=== serial_pattern_tx ===
## src/rtl/serial_pattern_tx.sv

```systemverilog
// serial_pattern_tx
//
// Serializes a latched PAT_W-bit pattern MSB-first onto a one-bit stream.
// The pattern repeats rpt times. An optional run of gap zero bits separates
// the repetitions. All outputs are registered, so no input reaches an output
// within the same cycle.
//
// Ports:
//   clk      clock, all state changes on posedge
//   reset    synchronous, active-high reset
//   start    run request, sampled only in IDLE
//   pattern  bits to send, MSB first (latched on accepted start)
//   rpt      number of repetitions, 0 means ignore start (latched)
//   gap      zero bits between repetitions (latched)
//   outbit   serial data
//   frame    high while outbit carries a pattern bit
//   busy     high in SEND, GAP and DONE
//   done     one-cycle pulse after the last pattern bit

module serial_pattern_tx #(
    parameter int unsigned PAT_W = 4,
    parameter int unsigned CNT_W = 4,
    parameter int unsigned GAP_W = 4
) (
    input  logic             clk,
    input  logic             reset,
    input  logic             start,
    input  logic [PAT_W-1:0] pattern,
    input  logic [CNT_W-1:0] rpt,
    input  logic [GAP_W-1:0] gap,
    output logic             outbit,
    output logic             frame,
    output logic             busy,
    output logic             done
);

    localparam int unsigned BitW = $clog2(PAT_W);
    localparam logic [BitW-1:0] LastBit = BitW'(PAT_W - 1);

    typedef enum logic [1:0] {StIdle, StSend, StGap, StDone} state_e;

    state_e             state_q, state_d;
    logic [PAT_W-1:0]   shift_q, shift_d;
    logic [BitW-1:0]    bit_cnt_q, bit_cnt_d;
    logic [CNT_W-1:0]   rem_q, rem_d;
    logic [GAP_W-1:0]   gap_cnt_q, gap_cnt_d;
    logic [PAT_W-1:0]   pat_q, pat_d;
    logic [GAP_W-1:0]   gap_q, gap_d;
    logic               outbit_q, outbit_d;
    logic               frame_q, frame_d;
    logic               busy_q, busy_d;
    logic               done_q, done_d;

    // State and datapath registers.
    always_ff @(posedge clk) begin
        if (reset) begin
            state_q   <= StIdle;
            shift_q   <= '0;
            bit_cnt_q <= '0;
            rem_q     <= '0;
            gap_cnt_q <= '0;
            pat_q     <= '0;
            gap_q     <= '0;
            outbit_q  <= 1'b0;
            frame_q   <= 1'b0;
            busy_q    <= 1'b0;
            done_q    <= 1'b0;
        end else begin
            state_q   <= state_d;
            shift_q   <= shift_d;
            bit_cnt_q <= bit_cnt_d;
            rem_q     <= rem_d;
            gap_cnt_q <= gap_cnt_d;
            pat_q     <= pat_d;
            gap_q     <= gap_d;
            outbit_q  <= outbit_d;
            frame_q   <= frame_d;
            busy_q    <= busy_d;
            done_q    <= done_d;
        end
    end

    // Next-state and datapath update. shift_q[MSB] is the bit on outbit
    // during the current SEND cycle; bit_cnt_q==0 marks the last bit.
    always_comb begin
        state_d   = state_q;
        shift_d   = shift_q;
        bit_cnt_d = bit_cnt_q;
        rem_d     = rem_q;
        gap_cnt_d = gap_cnt_q;
        pat_d     = pat_q;
        gap_d     = gap_q;
        unique case (state_q)
            StIdle: begin
                if (start && (rpt != '0)) begin
                    pat_d     = pattern;
                    gap_d     = gap;
                    rem_d     = rpt;
                    shift_d   = pattern;
                    bit_cnt_d = LastBit;
                    state_d   = StSend;
                end
            end
            StSend: begin
                if (bit_cnt_q == '0) begin
                    rem_d = rem_q - CNT_W'(1);
                    if (rem_q == CNT_W'(1)) begin
                        state_d = StDone;
                    end else if (gap_q == '0) begin
                        // Back-to-back repetition, no bubble.
                        shift_d   = pat_q;
                        bit_cnt_d = LastBit;
                    end else begin
                        gap_cnt_d = gap_q;
                        state_d   = StGap;
                    end
                end else begin
                    shift_d   = {shift_q[PAT_W-2:0], 1'b0};
                    bit_cnt_d = bit_cnt_q - BitW'(1);
                end
            end
            StGap: begin
                if (gap_cnt_q == GAP_W'(1)) begin
                    shift_d   = pat_q;
                    bit_cnt_d = LastBit;
                    state_d   = StSend;
                end else begin
                    gap_cnt_d = gap_cnt_q - GAP_W'(1);
                end
            end
            StDone: begin
                state_d = StIdle;
            end
            default: begin
                state_d = StIdle;
            end
        endcase
    end

    // Outputs are computed from the next state and registered, giving the
    // one-cycle start-to-first-bit latency with no input-to-output path.
    always_comb begin
        outbit_d = 1'b0;
        frame_d  = 1'b0;
        busy_d   = (state_d != StIdle);
        done_d   = (state_d == StDone);
        if (state_d == StSend) begin
            outbit_d = shift_d[PAT_W-1];
            frame_d  = 1'b1;
        end
    end

    assign outbit = outbit_q;
    assign frame  = frame_q;
    assign busy   = busy_q;
    assign done   = done_q;

endmodule

```

## config.mk

```make
export PLATFORM = sky130hd
export DESIGN_NAME = serial_pattern_tx
export DESIGN_NICKNAME = d
export VERILOG_FILES = /design/src/rtl/serial_pattern_tx.sv
export SDC_FILE = /design/constraint.sdc
export NUM_CORES = 1
export LEC_CHECK = 0
export CAP_MARGIN = 40
export CORE_ASPECT_RATIO = 0.6
export CORE_UTILIZATION = 50
export DETAILED_ROUTE_END_ITERATION = 8
export PLACE_DENSITY_LB_ADDON = 0.3
export SYNTH_ARGS = -nofsm -noshare
export SYNTH_HDL_FRONTEND = slang
export SYNTH_SLANG_ARGS = --single-unit
```

## constraint.sdc

```tcl
create_clock -name clk -period 4.55 [get_ports clk]
set_input_delay 0.6825 -clock clk [delete_from_list [all_inputs] [get_ports clk]]
set_output_delay 0.6825 -clock clk [all_outputs]
set_load 0.05 [all_outputs]
```

=== glyph_dma_sched ===
File: src/rtl/glyph_dma_sched.sv
// Font glyph ROM scheduler: one DMA window per line during horizontal blanking,
// serving requesting sprites in ascending index order with a latency-matched one-hot grant.
module glyph_dma_sched #(
    parameter int SPR_CNT   = 14,
    parameter int CORDW     = 16,
    parameter int ADDRW     = 9,
    parameter int LINEW     = 3,
    parameter int DMA_START = -28,
    parameter int ROM_LAT   = 1
) (
    input  logic                       clk_pix,
    input  logic                       rst_pix_n,
    input  logic signed [CORDW-1:0]    sx,
    input  logic                       frame,
    input  logic [SPR_CNT-1:0]         req,
    input  logic [SPR_CNT*ADDRW-1:0]   glyph_base,
    input  logic [SPR_CNT*LINEW-1:0]   glyph_line,
    output logic [ADDRW-1:0]           rom_addr,
    output logic [SPR_CNT-1:0]         grant,
    output logic                       busy,
    output logic                       overrun
);

    localparam int IDXW = (SPR_CNT > 1) ? $clog2(SPR_CNT) : 1;
    localparam logic signed [CORDW-1:0] OPEN_SX = CORDW'(DMA_START);

    typedef enum logic [1:0] {
        IDLE  = 2'd0,
        ISSUE = 2'd1,
        DRAIN = 2'd2
    } state_t;

    state_t               state_r;
    state_t               state_nxt_s;
    logic [SPR_CNT-1:0]   pend_r;
    logic [SPR_CNT-1:0]   pend_nxt_s;
    logic [SPR_CNT-1:0]   pend_clr_s;
    logic [SPR_CNT-1:0]   sel_oh_s;
    logic [SPR_CNT-1:0]   push_s;
    logic [SPR_CNT-1:0]   pipe_r [ROM_LAT];
    logic [IDXW-1:0]      sel_s;
    logic                 sel_vld_s;
    logic [ADDRW-1:0]     base_sel_s;
    logic [LINEW-1:0]     line_sel_s;
    logic [ADDRW-1:0]     sum_s;
    logic [ADDRW-1:0]     addr_nxt_s;
    logic                 busy_nxt_s;
    logic                 ovr_set_s;
    logic                 flush_s;
    logic                 pipe_empty_s;
    logic                 open_s;
    logic                 deadline_s;

    function automatic logic [IDXW-1:0] lowest_idx(input logic [SPR_CNT-1:0] v);
        logic [IDXW-1:0] idx;
        idx = {IDXW{1'b0}};
        for (int i = SPR_CNT - 1; i >= 0; i--) begin
            if (v[i]) begin
                idx = IDXW'(i);
            end
        end
        return idx;
    endfunction

    // Priority pick of the lowest pending sprite and its glyph line address.
    always_comb begin
        sel_s      = lowest_idx(pend_r);
        sel_vld_s  = |pend_r;
        sel_oh_s   = {SPR_CNT{1'b0}};
        sel_oh_s[sel_s] = sel_vld_s;
        base_sel_s = glyph_base[int'(sel_s) * ADDRW +: ADDRW];
        line_sel_s = glyph_line[int'(sel_s) * LINEW +: LINEW];
        sum_s      = base_sel_s + ADDRW'(line_sel_s);
        pend_clr_s = pend_r & ~sel_oh_s;
        open_s     = (sx == OPEN_SX);
        deadline_s = (sx == {CORDW{1'b0}});
    end

    // Grant pipeline occupancy; the output grant register is not part of it.
    always_comb begin
        pipe_empty_s = 1'b1;
        for (int k = 0; k < ROM_LAT; k++) begin
            if (pipe_r[k] != {SPR_CNT{1'b0}}) begin
                pipe_empty_s = 1'b0;
            end else begin
                pipe_empty_s = pipe_empty_s;
            end
        end
    end

    // Next-state and datapath control.
    always_comb begin
        state_nxt_s = state_r;
        pend_nxt_s  = pend_r;
        busy_nxt_s  = busy;
        addr_nxt_s  = rom_addr;
        push_s      = {SPR_CNT{1'b0}};
        ovr_set_s   = 1'b0;
        flush_s     = 1'b0;
        if (open_s) begin
            // A window opening over a live one means DMA_START is misplaced.
            if (state_r != IDLE) begin
                ovr_set_s = 1'b1;
                flush_s   = 1'b1;
            end else begin
                ovr_set_s = 1'b0;
                flush_s   = 1'b0;
            end
            pend_nxt_s  = req;
            busy_nxt_s  = 1'b1;
            state_nxt_s = ISSUE;
        end else begin
            case (state_r)
                IDLE: begin
                    state_nxt_s = IDLE;
                end
                ISSUE: begin
                    if (sel_vld_s) begin
                        addr_nxt_s = sum_s;
                        push_s     = sel_oh_s;
                        pend_nxt_s = pend_clr_s;
                        if (deadline_s && (pend_clr_s != {SPR_CNT{1'b0}})) begin
                            ovr_set_s  = 1'b1;
                            pend_nxt_s = {SPR_CNT{1'b0}};
                        end else begin
                            ovr_set_s  = 1'b0;
                        end
                        if (deadline_s || (pend_clr_s == {SPR_CNT{1'b0}})) begin
                            state_nxt_s = DRAIN;
                        end else begin
                            state_nxt_s = ISSUE;
                        end
                    end else if (pipe_empty_s) begin
                        busy_nxt_s  = 1'b0;
                        state_nxt_s = IDLE;
                    end else begin
                        state_nxt_s = DRAIN;
                    end
                end
                DRAIN: begin
                    if (pipe_empty_s) begin
                        busy_nxt_s  = 1'b0;
                        state_nxt_s = IDLE;
                    end else begin
                        state_nxt_s = DRAIN;
                    end
                end
                default: begin
                    pend_nxt_s  = {SPR_CNT{1'b0}};
                    busy_nxt_s  = 1'b0;
                    state_nxt_s = IDLE;
                end
            endcase
        end
    end

    // FSM state register.
    always_ff @(posedge clk_pix) begin
        if (!rst_pix_n) begin
            state_r <= IDLE;
        end else begin
            state_r <= state_nxt_s;
        end
    end

    // Registered outputs, pending mask and grant pipeline.
    always_ff @(posedge clk_pix) begin
        if (!rst_pix_n) begin
            rom_addr <= {ADDRW{1'b0}};
            grant    <= {SPR_CNT{1'b0}};
            busy     <= 1'b0;
            overrun  <= 1'b0;
            pend_r   <= {SPR_CNT{1'b0}};
            for (int k = 0; k < ROM_LAT; k++) begin
                pipe_r[k] <= {SPR_CNT{1'b0}};
            end
        end else begin
            rom_addr <= addr_nxt_s;
            pend_r   <= pend_nxt_s;
            busy     <= busy_nxt_s;
            if (ovr_set_s) begin
                overrun <= 1'b1;
            end else if (frame) begin
                overrun <= 1'b0;
            end else begin
                overrun <= overrun;
            end
            if (flush_s) begin
                grant <= {SPR_CNT{1'b0}};
                for (int k = 0; k < ROM_LAT; k++) begin
                    pipe_r[k] <= {SPR_CNT{1'b0}};
                end
            end else begin
                pipe_r[0] <= push_s;
                for (int k = 1; k < ROM_LAT; k++) begin
                    pipe_r[k] <= pipe_r[k-1];
                end
                grant <= pipe_r[ROM_LAT-1];
            end
        end
    end

endmodule

File: config.mk
export PLATFORM = sky130hd
export DESIGN_NAME = glyph_dma_sched
export DESIGN_NICKNAME = d
export VERILOG_FILES = /design/src/rtl/glyph_dma_sched.sv
export SDC_FILE = /design/constraint.sdc
export NUM_CORES = 1
export LEC_CHECK = 0
export CORE_AREA = 2 2 94 119
export CTS_CLUSTER_SIZE = 14
export DETAILED_ROUTE_END_ITERATION = 10
export DIE_AREA = 0 0 96 121
export HOLD_SLACK_MARGIN = 0.03
export PLACE_DENSITY = 0.81
export SLEW_MARGIN = 20
export SYNTH_ARGS = -nofsm -noshare
export SYNTH_HDL_FRONTEND = slang
export SYNTH_SLANG_ARGS = --single-unit
File: constraint.sdc
create_clock -name clk_pix -period 4.6 [get_ports clk_pix]
set_clock_uncertainty 0.1 [all_clocks]
set_input_delay 0.46 -clock clk_pix [delete_from_list [all_inputs] [get_ports clk_pix]]
set_output_delay 0.46 -clock clk_pix [all_outputs]
set_load 0.01 [all_outputs]
=== hazard_ctrl ===
--- config.mk ---
export PLATFORM = sky130hd
export DESIGN_NAME = hazard_ctrl
export DESIGN_NICKNAME = d
export VERILOG_FILES = /design/src/rtl/hazard_ctrl_pkg.sv /design/src/rtl/hazard_ctrl_fwd_sel.sv /design/src/rtl/hazard_ctrl.sv
export SDC_FILE = /design/constraint.sdc
export NUM_CORES = 1
export LEC_CHECK = 0
export CAP_MARGIN = 10
export CORE_AREA = 2 2 72 74
export CTS_CLUSTER_DIAMETER = 30
export DETAILED_ROUTE_END_ITERATION = 10
export DIE_AREA = 0 0 74 76
export PLACE_DENSITY = 0.81
export REMOVE_ABC_BUFFERS = 1
export SLEW_MARGIN = 20
export SYNTH_ARGS = -nofsm -noshare
export SYNTH_HDL_FRONTEND = slang
export SYNTH_SLANG_ARGS = --single-unit
--- constraint.sdc ---
create_clock -name clk -period 3.12 [get_ports clk]
set_input_delay 0.624 -clock clk [delete_from_list [all_inputs] [get_ports clk]]
set_output_delay 0.624 -clock clk [all_outputs]
set_load 0.05 [all_outputs]
--- src/rtl/hazard_ctrl_pkg.sv ---
// Shared constants and helpers for the pipeline hazard controller.
package hazard_ctrl_pkg;

  // Forward select encodings shared by the D, E and M stage muxes.
  localparam logic [1:0] FWD_RF = 2'd0;
  localparam logic [1:0] FWD_E  = 2'd1;
  localparam logic [1:0] FWD_M  = 2'd2;
  localparam logic [1:0] FWD_W  = 2'd3;

  // Occupancy of the mult/div unit after a start, in cycles.
  localparam logic [3:0] MD_MULT_LAT = 4'd5;
  localparam logic [3:0] MD_DIV_LAT  = 4'd10;

  // A Tuse of 3 marks an operand the instruction never reads.
  localparam logic [1:0] TUSE_NONE = 2'd3;

  // Ceiling of the stall cycle counter.
  localparam logic [15:0] STALL_CNT_MAX = 16'hFFFF;

  // A producer stage matches a source only for a real (nonzero) register.
  function automatic logic reg_match(input logic [4:0] src, input logic [4:0] a3);
    return (src != 5'd0) && (a3 == src);
  endfunction

  // Data hazard: the producer will not have its value ready by the time
  // the consumer in D needs it.
  function automatic logic data_hazard(input logic [4:0] src,
                                       input logic [1:0] tuse,
                                       input logic [4:0] a3,
                                       input logic [1:0] tnew);
    return reg_match(src, a3) && (tuse != TUSE_NONE) && (tnew > tuse);
  endfunction

endpackage

--- src/rtl/hazard_ctrl_fwd_sel.sv ---
// Priority forward selector: one source register checked against up to
// three producer stages, earliest stage first. A stage only forwards once
// its result is ready (Tnew == 0); otherwise the next stage is tried.
module fwd_sel
  import hazard_ctrl_pkg::*;
#(
  parameter logic [1:0] CODE0 = FWD_E,
  parameter logic [1:0] CODE1 = FWD_M,
  parameter logic [1:0] CODE2 = FWD_W
) (
  input  logic [4:0] src_i,
  input  logic [2:0] slot_en_i,
  input  logic [4:0] a3_0_i,
  input  logic [1:0] tnew_0_i,
  input  logic [4:0] a3_1_i,
  input  logic [1:0] tnew_1_i,
  input  logic [4:0] a3_2_i,
  input  logic [1:0] tnew_2_i,
  output logic [1:0] sel_o
);

  logic hit0, hit1, hit2;

  // Per-slot readiness: enabled slot, real register match, value ready now.
  always_comb begin
    hit0 = slot_en_i[0] && reg_match(src_i, a3_0_i) && (tnew_0_i == 2'd0);
    hit1 = slot_en_i[1] && reg_match(src_i, a3_1_i) && (tnew_1_i == 2'd0);
    hit2 = slot_en_i[2] && reg_match(src_i, a3_2_i) && (tnew_2_i == 2'd0);
  end

  // Youngest ready producer wins; no ready producer means register file.
  always_comb begin
    sel_o = FWD_RF;
    if (hit0) begin
      sel_o = CODE0;
    end else if (hit1) begin
      sel_o = CODE1;
    end else if (hit2) begin
      sel_o = CODE2;
    end
  end

endmodule

--- src/rtl/hazard_ctrl.sv ---
// Hazard controller for a five-stage pipeline: stall/bubble generation,
// forward selects for D, E and M, mult/div occupancy and a stall counter.
module hazard_ctrl
  import hazard_ctrl_pkg::*;
(
  input  logic        clk,
  input  logic        reset,
  input  logic [4:0]  rs_D,
  input  logic [4:0]  rt_D,
  input  logic [1:0]  tuse_rs_D,
  input  logic [1:0]  tuse_rt_D,
  input  logic [4:0]  A3_E,
  input  logic [4:0]  A3_M,
  input  logic [4:0]  A3_W,
  input  logic [1:0]  Tnew_E,
  input  logic [1:0]  Tnew_M,
  input  logic [1:0]  Tnew_W,
  input  logic [4:0]  rs_E,
  input  logic [4:0]  rt_E,
  input  logic [4:0]  rt_M,
  input  logic        md_use_D,
  input  logic        md_start_E,
  input  logic        md_div_E,
  output logic        stall,
  output logic        clr,
  output logic [1:0]  fwd_rs_D,
  output logic [1:0]  fwd_rt_D,
  output logic [1:0]  fwd_rs_E,
  output logic [1:0]  fwd_rt_E,
  output logic        fwd_rt_M,
  output logic        md_busy,
  output logic [15:0] stall_cnt
);

  logic [3:0]  md_cnt_q, md_cnt_d;
  logic [15:0] stall_cnt_q, stall_cnt_d;
  logic        rs_hazard, rt_hazard, md_hazard, stall_now;
  logic [1:0]  fwd_rt_m_sel;

  // Data hazards only come from E and M; anything in W is always forwardable.
  always_comb begin
    rs_hazard = data_hazard(rs_D, tuse_rs_D, A3_E, Tnew_E) ||
                data_hazard(rs_D, tuse_rs_D, A3_M, Tnew_M);
    rt_hazard = data_hazard(rt_D, tuse_rt_D, A3_E, Tnew_E) ||
                data_hazard(rt_D, tuse_rt_D, A3_M, Tnew_M);
  end

  // An md consumer in D waits while the unit runs, including its start cycle.
  always_comb begin
    md_hazard = md_use_D && (md_busy || md_start_E);
    stall_now = rs_hazard || rt_hazard || md_hazard;
  end

  assign stall = stall_now;
  assign clr   = stall_now;

  // D operands may take a value from E, M or W.
  fwd_sel #(.CODE0(FWD_E), .CODE1(FWD_M), .CODE2(FWD_W)) u_fwd_rs_d (
    .src_i(rs_D), .slot_en_i(3'b111),
    .a3_0_i(A3_E), .tnew_0_i(Tnew_E),
    .a3_1_i(A3_M), .tnew_1_i(Tnew_M),
    .a3_2_i(A3_W), .tnew_2_i(Tnew_W),
    .sel_o(fwd_rs_D)
  );

  fwd_sel #(.CODE0(FWD_E), .CODE1(FWD_M), .CODE2(FWD_W)) u_fwd_rt_d (
    .src_i(rt_D), .slot_en_i(3'b111),
    .a3_0_i(A3_E), .tnew_0_i(Tnew_E),
    .a3_1_i(A3_M), .tnew_1_i(Tnew_M),
    .a3_2_i(A3_W), .tnew_2_i(Tnew_W),
    .sel_o(fwd_rt_D)
  );

  // E operands may take a value from M or W; the third slot is unused.
  fwd_sel #(.CODE0(FWD_M), .CODE1(FWD_W), .CODE2(FWD_RF)) u_fwd_rs_e (
    .src_i(rs_E), .slot_en_i(3'b011),
    .a3_0_i(A3_M), .tnew_0_i(Tnew_M),
    .a3_1_i(A3_W), .tnew_1_i(Tnew_W),
    .a3_2_i(5'd0), .tnew_2_i(2'd0),
    .sel_o(fwd_rs_E)
  );

  fwd_sel #(.CODE0(FWD_M), .CODE1(FWD_W), .CODE2(FWD_RF)) u_fwd_rt_e (
    .src_i(rt_E), .slot_en_i(3'b011),
    .a3_0_i(A3_M), .tnew_0_i(Tnew_M),
    .a3_1_i(A3_W), .tnew_1_i(Tnew_W),
    .a3_2_i(5'd0), .tnew_2_i(2'd0),
    .sel_o(fwd_rt_E)
  );

  // The M store-data operand can only be forwarded from W.
  fwd_sel #(.CODE0(FWD_W), .CODE1(FWD_RF), .CODE2(FWD_RF)) u_fwd_rt_m (
    .src_i(rt_M), .slot_en_i(3'b001),
    .a3_0_i(A3_W), .tnew_0_i(Tnew_W),
    .a3_1_i(5'd0), .tnew_1_i(2'd0),
    .a3_2_i(5'd0), .tnew_2_i(2'd0),
    .sel_o(fwd_rt_m_sel)
  );

  assign fwd_rt_M = (fwd_rt_m_sel != FWD_RF);

  // A new start reloads the occupancy counter even mid-operation;
  // otherwise it drains to zero.
  always_comb begin
    md_cnt_d = md_cnt_q;
    if (md_start_E) begin
      md_cnt_d = md_div_E ? MD_DIV_LAT : MD_MULT_LAT;
    end else if (md_cnt_q != 4'd0) begin
      md_cnt_d = md_cnt_q - 4'd1;
    end
  end

  // Count stall cycles, sticking at the ceiling instead of wrapping.
  always_comb begin
    stall_cnt_d = stall_cnt_q;
    if (stall_now && (stall_cnt_q != STALL_CNT_MAX)) begin
      stall_cnt_d = stall_cnt_q + 16'd1;
    end
  end

  // Reset aborts any in-flight mult/div and clears the statistics.
  always_ff @(posedge clk or negedge reset) begin
    if (!reset) begin
      md_cnt_q    <= 4'd0;
      stall_cnt_q <= 16'd0;
    end else begin
      md_cnt_q    <= md_cnt_d;
      stall_cnt_q <= stall_cnt_d;
    end
  end

  assign md_busy   = (md_cnt_q != 4'd0);
  assign stall_cnt = stall_cnt_q;

endmodule

=== issue_controller ===
==> src/rtl/decode_pkg.sv <==
// Shared decode/issue definitions: opcode constants, operand modes, issue FSM states
// and the instruction payload carried from decode to execute.
package decode_pkg;

  localparam int unsigned NUM_REGS  = 16;
  localparam int unsigned REG_IDX_W = 4;
  localparam int unsigned OPC_W     = 8;
  localparam int unsigned MODE_W    = 2;
  localparam int unsigned OPND_W    = 16;

  localparam logic [OPC_W-1:0] OP_NOP  = 8'h00;
  localparam logic [OPC_W-1:0] OP_HALT = 8'hFF;

  typedef enum logic [MODE_W-1:0] {
    IMM     = 2'd0,
    REG     = 2'd1,
    MEM     = 2'd2,
    REG_IND = 2'd3
  } mode_t;

  typedef enum logic [1:0] {
    RUN    = 2'd0,
    STALL  = 2'd1,
    DRAIN  = 2'd2,
    HALTED = 2'd3
  } issue_state_t;

  typedef struct packed {
    logic [OPC_W-1:0]  opcode;
    logic [MODE_W-1:0] mode1;
    logic [OPND_W-1:0] op1;
    logic [MODE_W-1:0] mode2;
    logic [OPND_W-1:0] op2;
  } issue_payload_t;

  // Register and register-indirect operands both read the register file.
  function automatic logic mode_reads_reg(input logic [MODE_W-1:0] mode);
    return (mode_t'(mode) == REG) || (mode_t'(mode) == REG_IND);
  endfunction

endpackage

==> src/rtl/reg_scoreboard.sv <==
// Register scoreboard: one pending bit per architectural register, set on issue of a
// writer, cleared on writeback or flush, with a combinational hazard lookup.
module reg_scoreboard
  import decode_pkg::*;
(
  input  logic                 clk,
  input  logic                 rst_n,
  input  logic                 flush_i,
  input  logic                 set_en_i,
  input  logic [REG_IDX_W-1:0] set_idx_i,
  input  logic                 clr_en_i,
  input  logic [REG_IDX_W-1:0] clr_idx_i,
  input  logic                 src1_en_i,
  input  logic [REG_IDX_W-1:0] src1_idx_i,
  input  logic                 src2_en_i,
  input  logic [REG_IDX_W-1:0] src2_idx_i,
  input  logic                 dst_en_i,
  input  logic [REG_IDX_W-1:0] dst_idx_i,
  output logic                 hazard_c,
  output logic [NUM_REGS-1:0]  busy_o
);

  logic [NUM_REGS-1:0] busy_q;
  logic [NUM_REGS-1:0] busy_d;

  // Clear before set so an issue and a retire of the same register leave it busy.
  always_comb begin
    busy_d = busy_q;
    if (clr_en_i) busy_d[clr_idx_i] = 1'b0;
    if (set_en_i) busy_d[set_idx_i] = 1'b1;
    if (flush_i)  busy_d = '0;
  end

  always_ff @(posedge clk) begin
    if (!rst_n) busy_q <= '0;
    else        busy_q <= busy_d;
  end

  // Lookup uses only the registered bits: a same-cycle writeback does not unblock.
  assign hazard_c = (src1_en_i & busy_q[src1_idx_i])
                  | (src2_en_i & busy_q[src2_idx_i])
                  | (dst_en_i  & busy_q[dst_idx_i]);

  assign busy_o = busy_q;

endmodule

==> src/rtl/issue_controller.sv <==
// Decode-to-execute issue stage with scoreboard hazard stalls, NOP bypass, HALT drain
// and flush. Optional ISSUE_STATS_EN adds stall_cycles / issued_count counters.
module issue_controller
  import decode_pkg::*;
(
  input  logic                 clk,
  input  logic                 rst_n,
  input  logic                 dec_valid,
  output logic                 dec_ready,
  input  logic [OPC_W-1:0]     dec_opcode,
  input  logic [MODE_W-1:0]    dec_mode1,
  input  logic [OPND_W-1:0]    dec_op1,
  input  logic [MODE_W-1:0]    dec_mode2,
  input  logic [OPND_W-1:0]    dec_op2,
  input  logic                 dec_wr_en,
  output logic                 ex_valid,
  input  logic                 ex_ready,
  output logic [OPC_W-1:0]     ex_opcode,
  output logic [MODE_W-1:0]    ex_mode1,
  output logic [OPND_W-1:0]    ex_op1,
  output logic [MODE_W-1:0]    ex_mode2,
  output logic [OPND_W-1:0]    ex_op2,
  input  logic                 wb_valid,
  input  logic [REG_IDX_W-1:0] wb_reg,
  input  logic                 flush,
  output logic                 halted,
`ifdef ISSUE_STATS_EN
  output logic [31:0]          stall_cycles,
  output logic [31:0]          issued_count,
`endif
  output logic [NUM_REGS-1:0]  busy_regs
);

  issue_state_t   state_q, state_d;
  logic           ex_valid_q, ex_valid_d;
  issue_payload_t ex_pay_q, ex_pay_d;

  logic is_nop, is_halt, dst_en, src1_en, src2_en;
  logic hazard_raw, hazard, accept, can_issue, sb_set_en;
  logic [REG_IDX_W-1:0] op1_idx, op2_idx;

  assign is_nop  = (dec_opcode == OP_NOP);
  assign is_halt = (dec_opcode == OP_HALT);
  assign op1_idx = dec_op1[REG_IDX_W-1:0];
  assign op2_idx = dec_op2[REG_IDX_W-1:0];
  assign src1_en = !is_nop && mode_reads_reg(dec_mode1);
  assign src2_en = !is_nop && mode_reads_reg(dec_mode2);
  assign dst_en  = !is_nop && dec_wr_en && (mode_t'(dec_mode1) == REG);

  reg_scoreboard u_sb (
    .clk        (clk),
    .rst_n      (rst_n),
    .flush_i    (flush),
    .set_en_i   (sb_set_en),
    .set_idx_i  (op1_idx),
    .clr_en_i   (wb_valid && !flush),
    .clr_idx_i  (wb_reg),
    .src1_en_i  (src1_en),
    .src1_idx_i (op1_idx),
    .src2_en_i  (src2_en),
    .src2_idx_i (op2_idx),
    .dst_en_i   (dst_en),
    .dst_idx_i  (op1_idx),
    .hazard_c   (hazard_raw),
    .busy_o     (busy_regs)
  );

  assign hazard    = hazard_raw;
  assign can_issue = ((state_q == RUN) || (state_q == STALL)) && (!ex_valid_q || ex_ready);
  assign dec_ready = rst_n && can_issue && !hazard && !flush;
  assign accept    = dec_valid && dec_ready;
  // HALT is consumed here and never owns a destination.
  assign sb_set_en = accept && !is_halt && dst_en;

  // Next-state and output-register logic.
  always_comb begin
    state_d    = state_q;
    ex_valid_d = ex_valid_q;
    ex_pay_d   = ex_pay_q;

    if (ex_valid_q && ex_ready) ex_valid_d = 1'b0;
    if (accept && !is_halt) begin
      ex_valid_d      = 1'b1;
      ex_pay_d.opcode = dec_opcode;
      ex_pay_d.mode1  = dec_mode1;
      ex_pay_d.op1    = dec_op1;
      ex_pay_d.mode2  = dec_mode2;
      ex_pay_d.op2    = dec_op2;
    end

    unique case (state_q)
      RUN: begin
        if (accept && is_halt)        state_d = DRAIN;
        else if (dec_valid && hazard) state_d = STALL;
      end
      STALL: begin
        if (accept && is_halt)           state_d = DRAIN;
        else if (!(dec_valid && hazard)) state_d = RUN;
      end
      DRAIN: begin
        if ((busy_regs == '0) && !ex_valid_q) state_d = HALTED;
      end
      HALTED: state_d = HALTED;
      default: state_d = RUN;
    endcase

    if (flush) begin
      state_d    = RUN;
      ex_valid_d = 1'b0;
    end
  end

  always_ff @(posedge clk) begin
    if (!rst_n) begin
      state_q    <= RUN;
      ex_valid_q <= 1'b0;
      ex_pay_q   <= '0;
    end else begin
      state_q    <= state_d;
      ex_valid_q <= ex_valid_d;
      ex_pay_q   <= ex_pay_d;
    end
  end

  assign ex_valid  = ex_valid_q;
  assign ex_opcode = ex_pay_q.opcode;
  assign ex_mode1  = ex_pay_q.mode1;
  assign ex_op1    = ex_pay_q.op1;
  assign ex_mode2  = ex_pay_q.mode2;
  assign ex_op2    = ex_pay_q.op2;
  assign halted    = (state_q == HALTED);

`ifdef ISSUE_STATS_EN
  logic [31:0] stall_q, issued_q;

  // Saturating counters; flush leaves them untouched.
  always_ff @(posedge clk) begin
    if (!rst_n) begin
      stall_q  <= '0;
      issued_q <= '0;
    end else begin
      if (dec_valid && !dec_ready && ((state_q == RUN) || (state_q == STALL)) && (stall_q != '1))
        stall_q <= stall_q + 32'd1;
      if (accept && (issued_q != '1))
        issued_q <= issued_q + 32'd1;
    end
  end

  assign stall_cycles = stall_q;
  assign issued_count = issued_q;
`endif

endmodule

==> config.mk <==
export PLATFORM = sky130hd
export DESIGN_NAME = issue_controller
export DESIGN_NICKNAME = d
export VERILOG_FILES = /design/src/rtl/decode_pkg.sv /design/src/rtl/reg_scoreboard.sv /design/src/rtl/issue_controller.sv
export SDC_FILE = /design/constraint.sdc
export NUM_CORES = 1
export LEC_CHECK = 0
export ABC_AREA = 0
export CAP_MARGIN = 10
export CORE_MARGIN = 4
export CORE_UTILIZATION = 30
export CTS_CLUSTER_SIZE = 20
export DETAILED_ROUTE_END_ITERATION = 8
export SLEW_MARGIN = 0
export SYNTH_ARGS = -nofsm -noshare
export SYNTH_HDL_FRONTEND = slang
export SYNTH_HIERARCHICAL = 1
export SYNTH_SLANG_ARGS = --single-unit
==> constraint.sdc <==
create_clock -name clk -period 3.1 [get_ports clk]
set_clock_uncertainty 0.15 [all_clocks]
set_input_delay 0.62 -clock clk [delete_from_list [all_inputs] [get_ports clk]]
set_output_delay 0.62 -clock clk [all_outputs]
set_load 0.02 [all_outputs]
Figure 1. Clock network drawn from the DEF (glyph_dma_sched).
Scale: 4 px per micron.
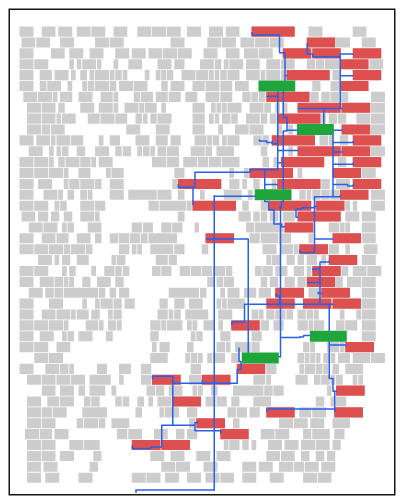
[blue] clock wires | length: 674 microns
[green] cells driving clock nets | count: 5
[red] flip-flops | count: 55
routed clock nets	6

Figure 2. Routing congestion map (glyph_dma_sched).
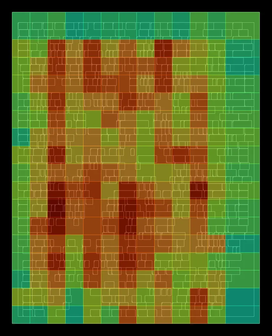
total routing usage reported by global routing: 31.8%
met1 Resource Use GR: 37.8%

==> reports/writeup.txt, glyph_dma_sched <==
STA classifies the critical path startpoint as a flip-flop. The largest share of the power goes to sequential cells. Per the OpenROAD floorplan log, the area of the core is 0.0105 sq mm. Setup repair after global routing left no endpoint under its margin.

The run gives 226 as the I/O pin total. The deepest level of the CTS H-tree came out at 2. The number of slew-limit violations in the final report is 0, and the top fanout value on the critical path is 14. After detailed routing, the number of remaining DRC violations is 0. Cell chosen for the clock root: sky130_fd_sc_hd__clkbuf_16. The run finished with clean final reports. The run gives 15 for the cell depth of the worst flop-to-flop path. The cell sequence reported for the critical path is nor2_1, a221o_1, a21o_1, a211oi_4, a221oi_1, o22a_1, o221ai_1, ha_1, inv_1, fa_1, nor2b_1, o22ai_2, nor3_2, or3_1, o211ai_1. The logs give 0 for the number of antenna violations at the first check in global routing and 5.53% for the fraction of met3 tracks used by global routing.

The tightest hold margin was 0.377 ns. The leakage power of the design is 2.42 nW. The synthesis run identifies the leading combinational cell family as AND-OR/OR-AND gates. The average instance area after synthesis was 7.98 sq um; the portion of total power attributed to sequential cells was 43.8%.

Port buffering added 225 buffers. Per the synth stats, the proportion of register bits with asynchronous set or reset is 0%. For this block, the via count after detailed routing is 5,276.

The cell depth of the worst min-delay path is 1, and the post-cts hold buffer count is 0. OpenSTA lists the critical path endpoint as rom_addr[6]$_SDFFE_PN0P_. The most crowded layer after global routing was met2.
-- glyph_dma_sched: routing by layer --
layer,vias to the layer above,wire length [microns]
met4,0,569
met5,-,0
met3,50,1630
met2,352,9470
met1,2427,6900
li1,2447,-
-- glyph_dma_sched: area by class of cell --
| type | count | area share [%] |
|---|---|---|
| multi-input combinational | 424 | 40.3 |
| timing repair buffer | 247 | 35.9 |
| inverter | 15 | 0.832 |
| tap | 132 | 2.44 |
| clock buffer | 5 | 1.85 |
| sequential | 55 | 18.3 |
| clock inverter | 3 | 0.388 |
Figure 3. Cell density map (hazard_ctrl).
Scale: 4 px per micron. The die is cut into 7 by 8 equal tiles; white is low, dark blue is high, 0 to 100% covered.
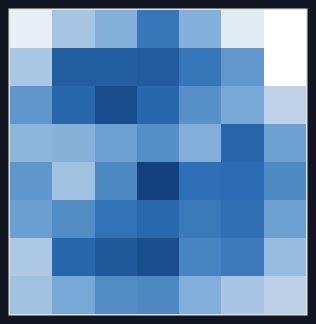
emptiest ninth of the die	north-east
mean over tiles	57%
nearly empty tiles	3.6%
fullest tile	93%
tiles over 75% full	23%
Final Core Density: 66.7%
initial cell density of the core: 43.4%
total core area: 0.00491 sq mm

Figure 4. Clock network drawn from the DEF (hazard_ctrl).
Scale: 8 px per micron.
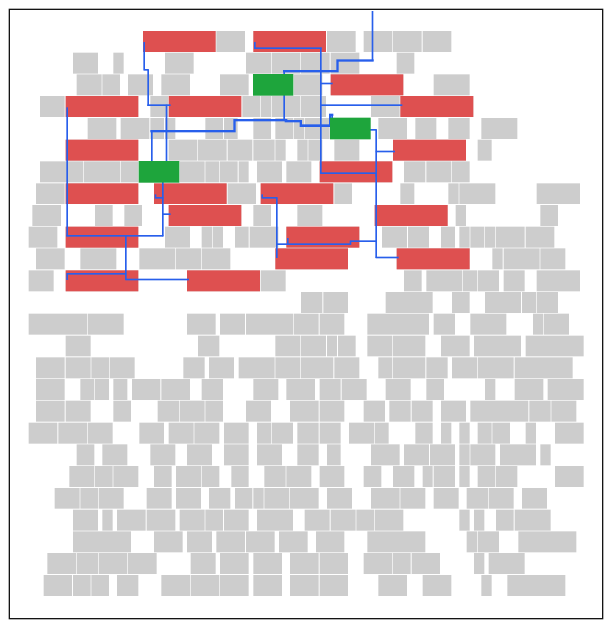
[green] cells driving clock nets | count: 3
[red] flip-flops | count: 20
[blue] clock wires | length: 229 microns
routed clock nets	4
clock network fraction of design power: 12.5%
Clock group: 164 uW
insertion delay to the later sink of the worst-skew pair: 0.25 ns

==> reports/writeup.txt, hazard_ctrl <==
The run gives 403 as the number of fill cells in the layout. Looking at the reg2reg group, the worst path starts from md_cnt_q[0]$_DFFE_PN0N_. The portion of the clock cycle consumed by the worst path in the final layout was 98.0%; the power attributed to sequential cells was 402 uW. TritonCTS built the clock tree. The top fanout value on the critical path came out at 3. In the placement report, post-DP HPWL is listed as 4.94 mm. Per the layout area report, the register area comes to 500 sq um. The worst-case reg-to-reg setup slack stands at 0.43 ns. The category of the worst setup path capture point is a primary output.

The kind of path behind the tightest hold check was reg -> reg. The detailed placer reported the number of placed instances as 398. The I/O pin total was 83. The worst VDD IR drop from the latest analysis is 0.000602 V. The post-place instance area came out at 0.00317 sq mm.

For this run the aggregate overflow at the end of global routing stands at 0. Cell count after synthesis: 239. The net switching power came out at 581 uW. The clock buffer count in the final layout is 3.

The tools report the cell chosen for the clock root as sky130_fd_sc_hd__clkbuf_8. For the count of yosys warnings during synthesis, the log shows 0. The post-detailed-routing wire length was 5.97 mm; the cell depth of the worst min-delay path was 1.

The run gives 44.2% for the share of total power consumed by net switching. The run finished with clean final reports. Per the synth stats, the proportion of register bits with asynchronous set or reset is 100%.

The worst setup path is launched from an input port. For this run, global-route usage on met1 was measured as 28.7%. The origin of the worst min-delay path was stall_cnt[15]$_DFFE_PN0P_.
-- hazard_ctrl: cells by family after synthesis --
family / after synthesis / synth area share (%)
and+or+nand+nor: 94 / 27.2
AOI/OAI and AO/OA: 23 / 8.75
DFF: 20 / 23.5
adders and majority gates: 11 / 6.46
buffers and inverters: 19 / 4.23
xor gates and xnor gates: 71 / 29.2
muxes: 1 / 0.704
-- hazard_ctrl: registers in the layout, summed over array words and instances, names as in the netlist --
signal and cells:
stall_cnt 16, md_cnt_q 4
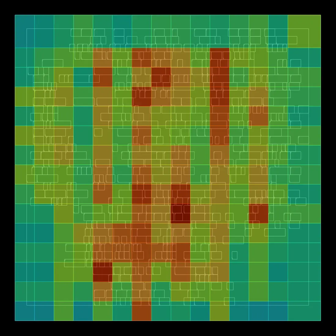
Figure 5: issue_controller, routing congestion map.
busiest layer in global routing: met2
met1 Resource Use GR: 23.0%

==> reports/writeup.txt, issue_controller <==
The flow ran to the end, and the final reports show no timing, DRC or antenna violations. Per the post-synthesis report, the nets total 414. The completed layout was analyzed and its total power is 1.83 mW.

The first-pass detailed-route iteration total came out at 5. Note that the worst hold path type here is reg -> reg. The clock network power came out at 640 uW. The congestion estimate from routability-driven global placement came to 0.913. After synthesis, the cell types taking the most area are sky130_fd_sc_hd__dfxtp_1, sky130_fd_sc_hd__nand2_1, sky130_fd_sc_hd__nand3_1, sky130_fd_sc_hd__o21ai_1, sky130_fd_sc_hd__mux4_2.

Leaving out the clock tree, the finished layout contains a buffer count of 159. In the setup report, the worst path falls into the class in -> out. The post-synth tally of flip-flops with integrated enable is 0, and the via-per-instance ratio is 5.07.

Fraction of met3 tracks used by global routing: 2.87%. The final layout reports a setup TNS of 0 ns. After synthesis the cells add up to 0.00301 sq mm. Clock buffers in the final layout number 13. Ranked by instance count, the synthesized netlist is headed by sky130_fd_sc_hd__nand2_1, sky130_fd_sc_hd__dfxtp_1, sky130_fd_sc_hd__nand3_1.
issue_controller: repair_timing:
item	in CTS	in global routing
buffers inserted	1	2
endpoints found under the setup margin	34	30
pin swaps	11	11
resized	44	37
endpoints found under the hold margin	0	0
issue_controller: logic make-up after synthesis:
group           share of synthesized area (%)
flops                                    41.9
simple gates                             26.4
compound gates                           16.2
buf+inv                                  5.81
mux                                      9.72
issue_controller: state kept, by name (all words and copies together) (netlist names):
register,count
ex_op1,16
ex_mode2,2
ex_op2,16
ex_mode1,2
ex_opcode,8
u_sb/busy_o,16
state_q,2
ex_valid,1
Figure 6. Signal metal coverage by tile (serial_pattern_tx).
Scale: 6 px per micron. The die is cut into 14 by 9 equal tiles; white is low, dark blue is high, scaled to the fullest tile. Values are wire area over tile area, all layers added.
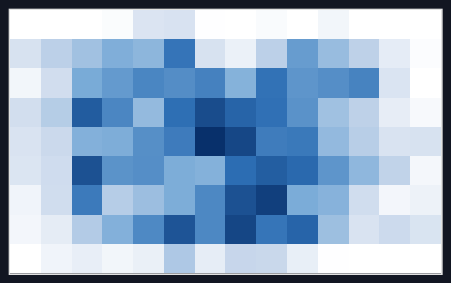
fullest tile	0.40
nearly empty tiles	13%
densest ninth of the die	centre
tiles over half the peak	32%

==> reports/writeup.txt, serial_pattern_tx <==
The detailed placement HPWL was 2.22 mm; the number of placement rows was 14. The worst hold path was traced through 2 stages. The stat command in Yosys gives a chip area of 0.00146 sq mm.

Hold analysis lists the worst path endpoint as pat_q[1]$_SDFFE_PP0P_. The fraction of cell area in multi-input combinational cells is reported as 47.4%. The DRC violation count after routing came out at 0. The worst register-to-register path ends at outbit$_SDFF_PP0_. Per the detail_route log, the uppermost layer with routed signals is met4. For this design the ratio of total power to cell area is 410 mW/mm^2. The tools report the max-capacitance violation count as 0.

The flow ran to the end, and the final reports show no timing, DRC or antenna violations. The detailed-routing wirelength on met1 was 1.57 mm; the number of ordinary inverters in the final layout was 9. The first-pass GRT wire length was 5.10 mm. The number of tap instances came out at 40. The global routing report lists met3 layer usage as 6.51%.
## serial_pattern_tx: logic make-up (layout without fill, tap and decap cells)
family | Yosys count | after routing | share of synthesized area [%]
buffers and inverters | 18 | 33 | 6.24
flip-flops | 28 | 28 | 38.3
AND-OR/OR-AND | 48 | 48 | 23.8
multiplexers | 3 | 3 | 2.22
AND/OR/NAND/NOR | 66 | 66 | 25.2
adder cells (fa/ha/maj) | 5 | 5 | 4.27


==> notes/layouts.md <==
Pictures saved along the way, in no particular order.

Wiring by layer.
shot_01.png
Scale: 8 px per micron. Only two layers are drawn.
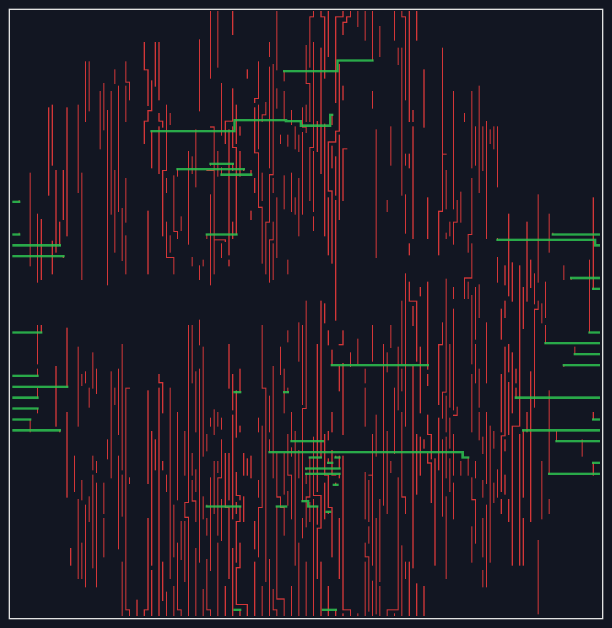
shot_02.png
Scale: 10 px per micron. Only two layers are drawn.
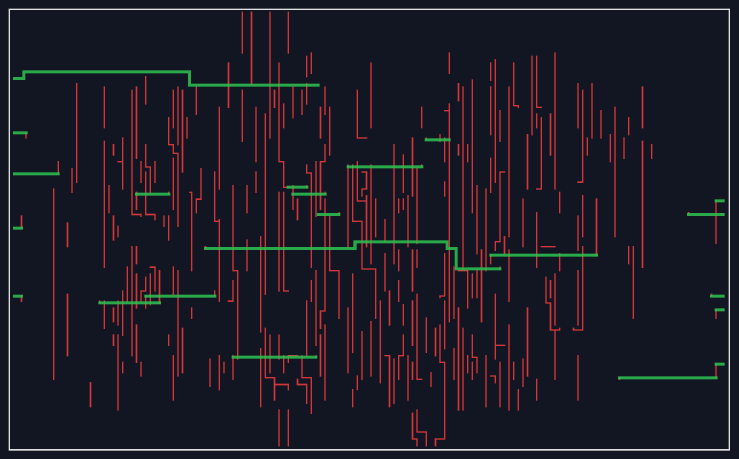
shot_03.png
Scale: 6 px per micron. Only two layers are drawn.
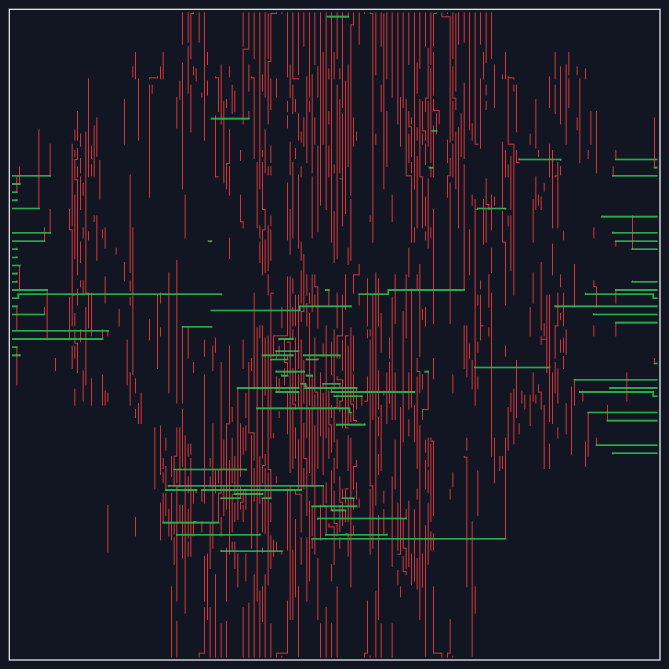
The one with the most wire is shot_03.png.
The one with the least wire is shot_02.png.
shot_03.png comes from issue_controller.
shot_02.png comes from serial_pattern_tx.
shot_01.png comes from hazard_ctrl.

Key to shot_03.png:
colour	layer	wire length
green	met3	627 microns
red	met2	5,250 microns


==> layout pictures side by side <==
Power grid.
picture 1
Scale: 4 px per micron. Pins as bars on the die edge.
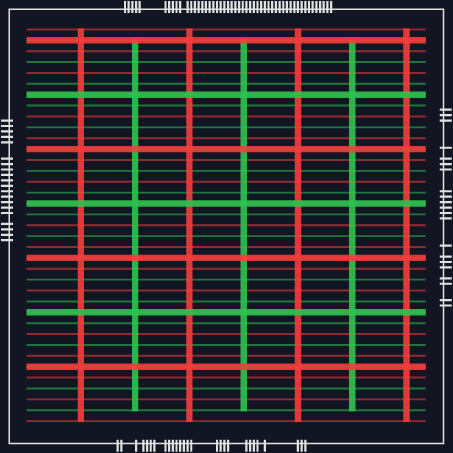
picture 2
Scale: 4 px per micron. Pins as bars on the die edge.
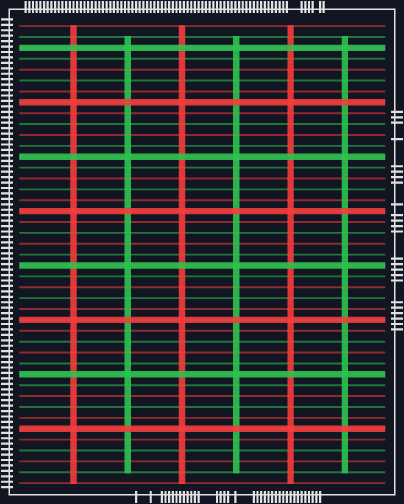
picture 3
Scale: 6 px per micron. Pins as bars on the die edge.
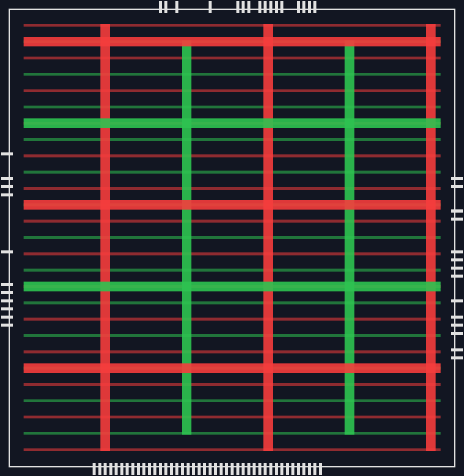
picture 4
Scale: 8 px per micron. Pins as bars on the die edge.
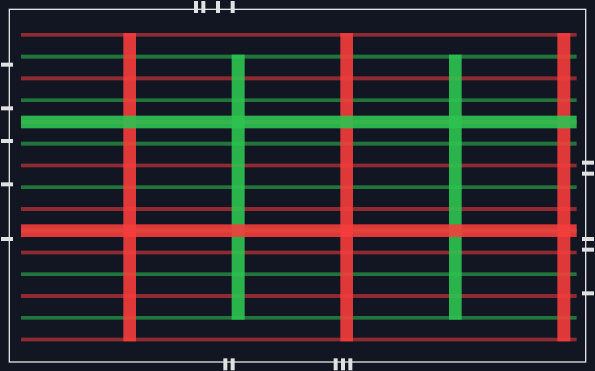
| from | picture |
|---|---|
| serial_pattern_tx | picture 4 |
| issue_controller | picture 1 |
| glyph_dma_sched | picture 2 |
| hazard_ctrl | picture 3 |
- fewest pins: picture 4
- most pins: picture 2

Key to picture 3:
colour	net
red	VSS
green	VDD
met4 straps	5
rows	26
signal pins	83

Power and IR drop assume default switching activity.
